==================== fb_mem_arbiter
fb_mem_arbiter/layer_met1.png
Cells faint in the background.
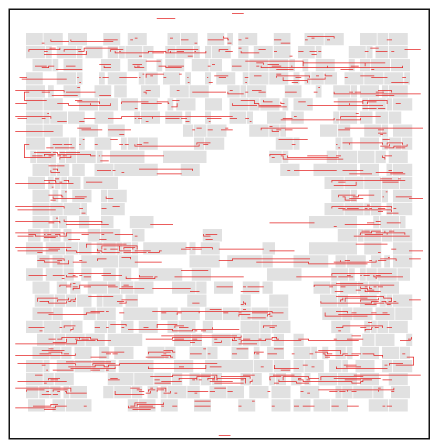
fb_mem_arbiter/layer_met2.png
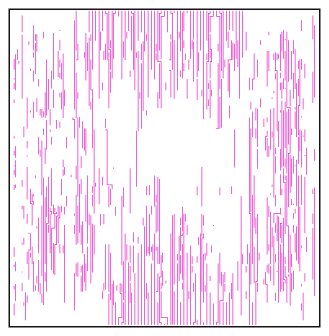
fb_mem_arbiter/layer_met3.png
Cells faint in the background.
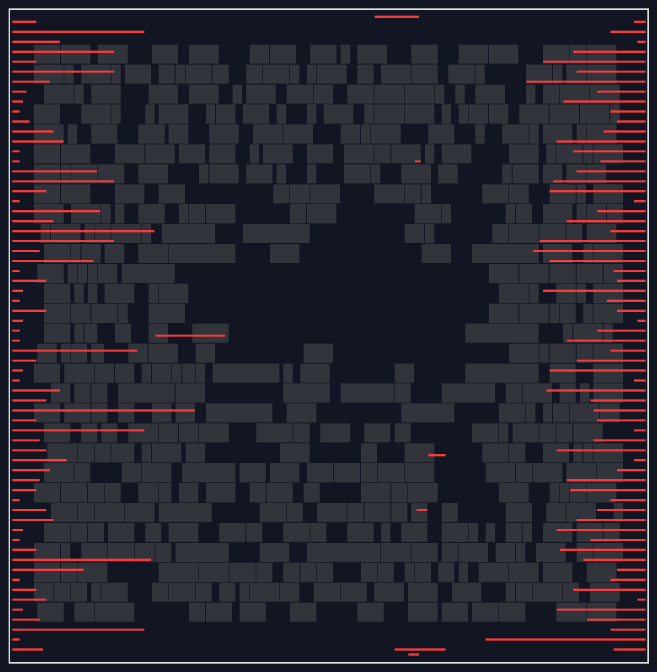
==> config.mk <==
export PLATFORM = sky130hd
export DESIGN_NAME = fb_mem_arbiter
export DESIGN_NICKNAME = d
export VERILOG_FILES = /design/src/rtl/fb_arb_pkg.sv /design/src/rtl/fb_arb_starve_ctr.sv /design/src/rtl/fb_mem_arbiter.sv
export SDC_FILE = /design/constraint.sdc
export NUM_CORES = 1
export LEC_CHECK = 0
export ABC_AREA = 1
export CAP_MARGIN = 20
export CORE_AREA = 3 3 84 86
export DETAILED_ROUTE_END_ITERATION = 12
export DIE_AREA = 0 0 87 89
export PLACE_DENSITY_LB_ADDON = 0.2
export SLEW_MARGIN = 30
export SYNTH_ARGS = -nofsm -noshare
export SYNTH_HDL_FRONTEND = slang
export SYNTH_SLANG_ARGS = --single-unit
==> constraint.sdc <==
create_clock -name clk -period 1.45 [get_ports clk]
set_input_delay 0.29 -clock clk [delete_from_list [all_inputs] [get_ports clk]]
set_output_delay 0.29 -clock clk [all_outputs]
set_load 0.03 [all_outputs]
==> src/rtl/fb_arb_pkg.sv <==
// Shared types for the frame-buffer memory arbiter: FSM state encoding,
// default bus widths and the state-update helper.
package fb_arb_pkg;

  localparam int ADDR_W_DEF = 16;
  localparam int DATA_W_DEF = 32;

  typedef enum logic [1:0] {
    IDLE  = 2'd0,
    FETCH = 2'd1,
    DRAW  = 2'd2
  } fb_arb_state_e;

  // The state only remembers who won the last cycle.
  function automatic fb_arb_state_e arb_next_state(input logic fetch_xfer,
                                                   input logic draw_xfer);
    if (fetch_xfer) return FETCH;
    if (draw_xfer) return DRAW;
    return IDLE;
  endfunction

endpackage

==> src/rtl/fb_arb_starve_ctr.sv <==
// Counts fetch transfers that happen while draw waits; starve flags when
// draw must be forced through. Saturates at STARVE_MAX.
module fb_arb_starve_ctr #(
  parameter int STARVE_MAX = 8
) (
  input  logic clk,
  input  logic rst,
  input  logic draw_rts,
  input  logic fetch_xfer,
  input  logic draw_xfer,
  output logic starve
);

  localparam int CNT_W = (STARVE_MAX < 1) ? 1 : $clog2(STARVE_MAX + 1);
  localparam logic [CNT_W-1:0] CNT_MAX = CNT_W'(STARVE_MAX);

  logic [CNT_W-1:0] cnt;

  always_ff @(posedge clk or posedge rst) begin
    if (rst) begin
      cnt <= '0;
    end else if (draw_xfer || !draw_rts) begin
      cnt <= '0;
    end else if (fetch_xfer && (cnt != CNT_MAX)) begin
      cnt <= cnt + CNT_W'(1);
    end
  end

  assign starve = (cnt == CNT_MAX);

endmodule

==> src/rtl/fb_mem_arbiter.sv <==
// Two-requester frame-buffer RAM arbiter: display fetch (read-only) has
// priority over draw; FB_ARB_STARVE_GUARD_EN adds a draw starvation guard.
module fb_mem_arbiter
  import fb_arb_pkg::*;
#(
  parameter int ADDR_W     = ADDR_W_DEF,
  parameter int DATA_W     = DATA_W_DEF,
  parameter int STARVE_MAX = 8
) (
  input  logic              clk,
  input  logic              rst,
  input  logic              fetch_rts,
  input  logic [ADDR_W-1:0] fetch_addr,
  output logic              fetch_rtr,
  output logic              fetch_rd_valid,
  output logic [DATA_W-1:0] fetch_rd_data,
  input  logic              draw_rts,
  input  logic              draw_we,
  input  logic [ADDR_W-1:0] draw_addr,
  input  logic [DATA_W-1:0] draw_wdata,
  output logic              draw_rtr,
  output logic              draw_rd_valid,
  output logic [DATA_W-1:0] draw_rd_data,
  output logic              mem_en,
  output logic              mem_we,
  output logic [ADDR_W-1:0] mem_addr,
  output logic [DATA_W-1:0] mem_wdata,
  input  logic [DATA_W-1:0] mem_rdata
);

  fb_arb_state_e state;
  logic          fetch_gnt;
  logic          draw_gnt;
  logic          starve;
  logic          draw_rd_p1;
  logic          fetch_vld_p1;
  logic          draw_vld_p1;

`ifdef FB_ARB_STARVE_GUARD_EN
  fb_arb_starve_ctr #(
    .STARVE_MAX (STARVE_MAX)
  ) u_starve_ctr (
    .clk        (clk),
    .rst        (rst),
    .draw_rts   (draw_rts),
    .fetch_xfer (fetch_gnt),
    .draw_xfer  (draw_gnt),
    .starve     (starve)
  );
`else
  assign starve = 1'b0;
`endif

  // Grants are gated by rst so the memory port goes quiet the moment reset hits.
  always_comb begin
    fetch_gnt = 1'b0;
    draw_gnt  = 1'b0;
    if (!rst) begin
      if (draw_rts && starve) begin
        draw_gnt = 1'b1;
      end else if (fetch_rts) begin
        fetch_gnt = 1'b1;
      end else if (draw_rts) begin
        draw_gnt = 1'b1;
      end
    end
  end

  assign fetch_rtr = fetch_gnt;
  assign draw_rtr  = draw_gnt;

  // Stage p0: memory command in the transfer cycle
  assign mem_en    = fetch_gnt | draw_gnt;
  assign mem_we    = draw_gnt & draw_we;
  assign mem_addr  = fetch_gnt ? fetch_addr : (draw_gnt ? draw_addr : '0);
  assign mem_wdata = (draw_gnt && draw_we) ? draw_wdata : '0;

  always_ff @(posedge clk or posedge rst) begin
    if (rst) begin
      state      <= IDLE;
      draw_rd_p1 <= 1'b0;
    end else begin
      state      <= arb_next_state(fetch_gnt, draw_gnt);
      draw_rd_p1 <= draw_gnt & ~draw_we;
    end
  end

  // Stage p1: read return; fetch is always a read, so FETCH state implies data
  assign fetch_vld_p1   = (state == FETCH);
  assign draw_vld_p1    = (state == DRAW) && draw_rd_p1;

  assign fetch_rd_valid = fetch_vld_p1;
  assign draw_rd_valid  = draw_vld_p1;
  assign fetch_rd_data  = fetch_vld_p1 ? mem_rdata : '0;
  assign draw_rd_data   = draw_vld_p1 ? mem_rdata : '0;

endmodule

==> changes_impl.md <==
### Implementation results

- Failing checks: setup timing
- CTS tree: built
- Crit path to: draw_rd_data[17]
- Initial core utilization: 18.4%
- Largest net degree at the start of global routing: 18
- Final setup fails: 65
- Status: finished with violations
- Synth Seq Share: under 10%
- OpenROAD warning count: 29
- Tmin final: 1.57 ns
- I/O pin total: 219
- Setup ws final: -0.120 ns
- Post-route antenna net violation count: 0
- Synth cell types: 15
- Cell with the most instances after synthesis: nor2_1
- Adder-cell share of the synthesized area: 0%
- Cts hold-fix bufs: 0
- Total CTS buffers: 3
- Tap cells: 77
- Commonest flop: dfrtp_1
- Min-delay worst type: primary input to asynchronous set/reset pin
- Clkbuf count: 4
- Combinational Area: 1160 µm²
- Slowest CP cell: dfrtp_1
- Cells after Synth: 240
- Final Hold Violating Endpoints: 0
## Picture notes: fb_mem_arbiter/layer_met1.png
nets with wire on the layer	466
share of all routed wire	31%
main direction	horizontal
wire length on this layer	2360 µm
longest straight run	29.4 µm
met1 Usage GRT: 16.8%
via count: 2307
Post-Route WL: 7700 µm

## Picture notes: fb_mem_arbiter/layer_met2.png
nets with wire on the layer	499
longest straight run	35.7 µm
wire length on this layer	4390 µm
grt met2 use: 34.4%

## Picture notes: fb_mem_arbiter/layer_met3.png
longest straight run	24.6 µm
wire length on this layer	889 µm
nets with wire on the layer	132
share of all routed wire	12%
met3 usage: 5.90%

layout by cell type, fill, tap and decap left out:
cell             instances
buf_12                   8
buf_16                   3
buf_2                    2
buf_4                   46
buf_6                   90
buf_8                    2
clkbuf_1                 1
clkbuf_16                2
clkbuf_8                 3
clkdlybuf4s50_1         96
dfrtp_1                  3
inv_1                   64
inv_2                    4
inv_4                    1
inv_6                    1
nand2_1                  3
nand2_2                 23
nand2_4                  7
nand3_4                  1
nand4_1                 16
nand4_4                  1
nor2_1                  20
nor2_2                  40
nor2_4                  40
nor3_1                   1
o21ai_1                  1
registers in the layout (all words and copies together) (netlist names):
| signal | flops |
|---|---|
| state | 2 |
| draw_rd_p1 | 1 |
layer usage:
layer | track usage (%) | share of wire [%]
met3 | 5.90 | 12
met5 | 0 | 0
met1 | 16.8 | 31
met4 | 2.69 | 0.84
met2 | 34.4 | 57
logic make-up after synthesis:
family | Yosys count
and+or+nand+nor | 152
buffers and inverters | 84
DFF | 3
AOI/OAI and AO/OA | 1
power breakdown:
part	total, mW	internal (mW)	switching, mW
clock network	0.240	0.187	0.0525
registers	0.0906	0.0876	0.00302
logic	1.06	0.547	0.509

==================== booth_mult_param
booth_mult_param/layer_met1.png
Cells faint in the background.
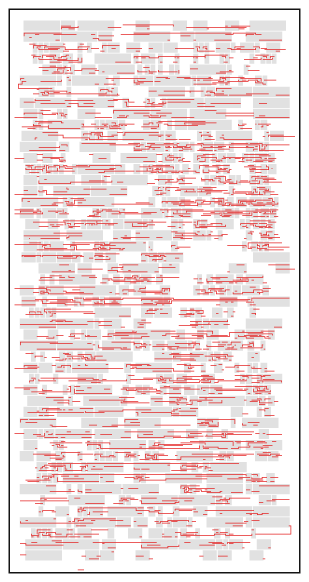
booth_mult_param/layer_met2.png
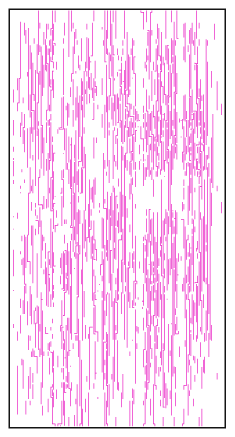
$ cat src/rtl/booth_mult_param.sv
// rtl/booth_mult_param.sv - parametrised sequential Booth multiplier (radix-2 / radix-4, signed or unsigned)
// Operands are extended by two bits so one Booth datapath serves both signed and unsigned modes.
module booth_mult_param #(
   parameter int WIDTH  = 16,
   parameter int RADIX4 = 0
) (
   input  logic                 clk,
   input  logic                 rst,
   input  logic                 start,
   input  logic                 op_signed,
   input  logic [WIDTH-1:0]     a,
   input  logic [WIDTH-1:0]     b,
   output logic                 ready,
   output logic                 done,
   output logic [2*WIDTH-1:0]   product
);

   localparam int WI    = WIDTH + 2;
   localparam int AW    = WI + 1;
   localparam int NSTEP = (RADIX4 != 0) ? WI / 2 : WI;
   localparam int CW    = $clog2(NSTEP + 1);

   typedef enum logic [1:0] {S_IDLE, S_CALC, S_DONE} state_t;

   state_t               r_state;
   state_t               w_next;
   logic [WI-1:0]        r_m;
   logic [WI-1:0]        r_q;
   logic [AW-1:0]        r_a;
   logic                 r_q1;
   logic [CW-1:0]        r_count;
   logic [2*WIDTH-1:0]   r_product;

   logic                 w_accept;
   logic                 w_last;
   logic [2:0]           w_digit;
   logic [AW-1:0]        w_m1;
   logic [AW-1:0]        w_addend;
   logic [AW-1:0]        w_sum;
   logic [AW-1:0]        w_a_nxt;
   logic [WI-1:0]        w_q_nxt;
   logic                 w_q1_nxt;

   assign w_accept = (r_state == S_IDLE) && start;
   assign w_last   = (r_count == CW'(1));
   assign w_digit  = {r_q[1], r_q[0], r_q1};
   assign w_m1     = {r_m[WI-1], r_m};
   assign w_sum    = r_a + w_addend;

   always_comb begin
      w_addend = '0;
      if (RADIX4 != 0) begin
         case (w_digit)
            3'b001, 3'b010: w_addend = w_m1;
            3'b011:         w_addend = {r_m, 1'b0};
            3'b100:         w_addend = -{r_m, 1'b0};
            3'b101, 3'b110: w_addend = -w_m1;
            default:        w_addend = '0;
         endcase
      end else begin
         case (w_digit[1:0])
            2'b01:   w_addend = w_m1;
            2'b10:   w_addend = -w_m1;
            default: w_addend = '0;
         endcase
      end
   end

   // Arithmetic right shift of the combined {A,Q,Q-1} register after the add.
   always_comb begin
      if (RADIX4 != 0) begin
         w_a_nxt  = {{2{w_sum[AW-1]}}, w_sum[AW-1:2]};
         w_q_nxt  = {w_sum[1:0], r_q[WI-1:2]};
         w_q1_nxt = r_q[1];
      end else begin
         w_a_nxt  = {w_sum[AW-1], w_sum[AW-1:1]};
         w_q_nxt  = {w_sum[0], r_q[WI-1:1]};
         w_q1_nxt = r_q[0];
      end
   end

   always_ff @(posedge clk or posedge rst) begin
      if (rst) begin
         r_state <= S_IDLE;
      end else begin
         r_state <= w_next;
      end
   end

   always_comb begin
      w_next = r_state;
      case (r_state)
         S_IDLE:  if (start) w_next = S_CALC;
         S_CALC:  if (w_last) w_next = S_DONE;
         S_DONE:  w_next = S_IDLE;
         default: w_next = S_IDLE;
      endcase
   end

   always_comb begin
      ready = (r_state == S_IDLE);
      done  = (r_state == S_DONE);
   end

   always_ff @(posedge clk or posedge rst) begin
      if (rst) begin
         r_m       <= '0;
         r_q       <= '0;
         r_a       <= '0;
         r_q1      <= 1'b0;
         r_count   <= '0;
         r_product <= '0;
      end else if (w_accept) begin
         r_m     <= op_signed ? {{2{a[WIDTH-1]}}, a} : {2'b00, a};
         r_q     <= op_signed ? {{2{b[WIDTH-1]}}, b} : {2'b00, b};
         r_a     <= '0;
         r_q1    <= 1'b0;
         r_count <= CW'(NSTEP);
      end else if (r_state == S_CALC) begin
         r_a     <= w_a_nxt;
         r_q     <= w_q_nxt;
         r_q1    <= w_q1_nxt;
         r_count <= r_count - CW'(1);
         if (w_last) begin
            r_product <= {w_a_nxt[WIDTH-3:0], w_q_nxt};
         end
      end
   end

   assign product = r_product;

endmodule
$ cat config.mk
export PLATFORM = sky130hd
export DESIGN_NAME = booth_mult_param
export DESIGN_NICKNAME = d
export VERILOG_FILES = /design/src/rtl/booth_mult_param.sv
export SDC_FILE = /design/constraint.sdc
export NUM_CORES = 1
export LEC_CHECK = 0
export ABC_CLOCK_PERIOD_IN_PS = 4000
export CAP_MARGIN = 0
export CORE_ASPECT_RATIO = 2
export CORE_MARGIN = 2
export CORE_UTILIZATION = 55
export CTS_CLUSTER_SIZE = 30
export DETAILED_ROUTE_END_ITERATION = 8
export PLACE_DENSITY_LB_ADDON = 0.1
export SYNTH_ARGS = -nofsm -noshare
export SYNTH_HDL_FRONTEND = slang
export SYNTH_SLANG_ARGS = --single-unit
$ cat constraint.sdc
create_clock -name clk -period 4 [get_ports clk]
set_input_delay 0.8 -clock clk [delete_from_list [all_inputs] [get_ports clk]]
set_output_delay 0.8 -clock clk [all_outputs]
set_load 0.01 [all_outputs]
==> changes_impl.md <==
### Implementation results

- XOR-XNOR Cells, Area Fraction: ~3.2%
- Post-synth EDFFs: 0
- Clock Tree Buf Depth: 2
- Pwr Density: 885 nW/µm²
- Sink Count: 93
- Gpl congestion: about 0.94
- CP bufs+invs: 1
- I/O pin total: 70
- Mux frac, synth: 0%
- Post-CTS sizing: 0
- Top Layout Cells: nand2_1 (182), dfrtp_1 (93), clkdlybuf4s50_1 (69)
- Cell Rows: 49
- Status: finished clean
- Worst-margin pin slew: 1.23 ns
- Max_cap viols: 0
Notes on booth_mult_param/layer_met1.png above:
main direction	horizontal
nets with wire on the layer	641
wire length on this layer	4740 µm
longest straight run	47.8 µm
share of all routed wire	37%
met1 Usage GRT: 30.4%
via count: 4391
Post-Route WL: 12900 µm

Notes on booth_mult_param/layer_met2.png above:
wire length on this layer	7120 µm
nets with wire on the layer	603
main direction	vertical
longest straight run	54.1 µm
grt met2 use: 48.8%

-- metal layers --
metal  part of all wire, %  routed length (µm)
met1                    37                4740
met4                   5.2                 671
met5                     0                   0
met3                   3.0                 384
met2                    55                7120
-- path summary, 6_finish.rpt --
check / cells after the start / from / endpoint / slack [ns]
max reg2reg: 16 / r_m[0] / r_a[17] / 0.28
max in group asynchronous: 3 / rst / r_count[2] / 2.49
max: 16 / r_m[0] / r_a[17] / 0.28
min in group asynchronous: 2 / rst / product[12] / 0.80
min reg2reg: 2 / product[11] / product[11] / 0.48
min: 2 / product[11] / product[11] / 0.48
-- power by group through the flow --
stage / logic [mW] / registers [mW] / clock network (mW)
detailed placement: 2.72 / 1.76 / 0
floorplan: 1.82 / 1.69 / 0
CTS: 2.74 / 1.75 / 0.884
global placement: 2.66 / 1.75 / 0
finish: 2.73 / 1.76 / 0.876
global route: 3.06 / 1.81 / 0.918
-- final cells by class --
cell class	count	area [µm²]
repair buffers	77	763
fillers	750	2830
flip-flops and latches	93	2330
clock buffers	11	253
inverters	15	57.6
clock inverters	3	46.3
multi-input cells	452	2480
well taps	102	128


==> layout pictures side by side <==
Routing congestion.
panel A
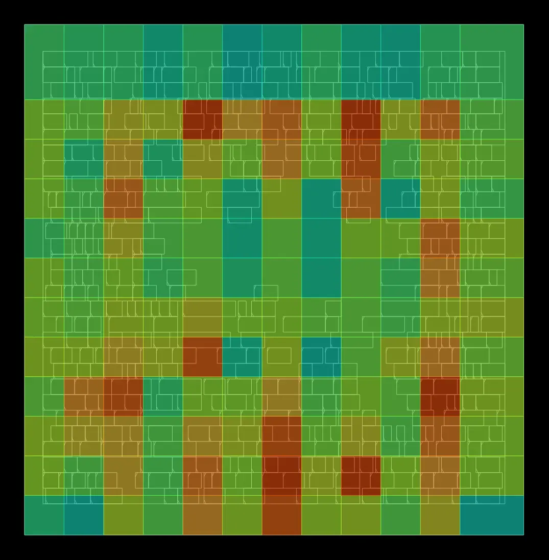
panel B
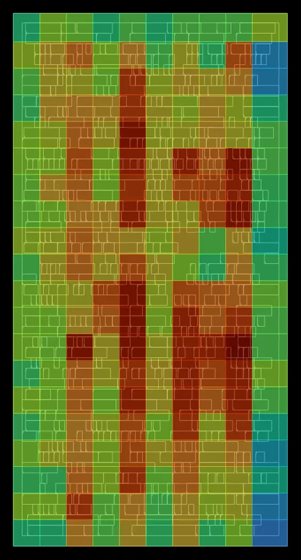
booth_mult_param is panel B.
fb_mem_arbiter is panel A.
- most wire per cell: panel B
- highest track usage: panel B

Power and IR drop assume default switching activity.
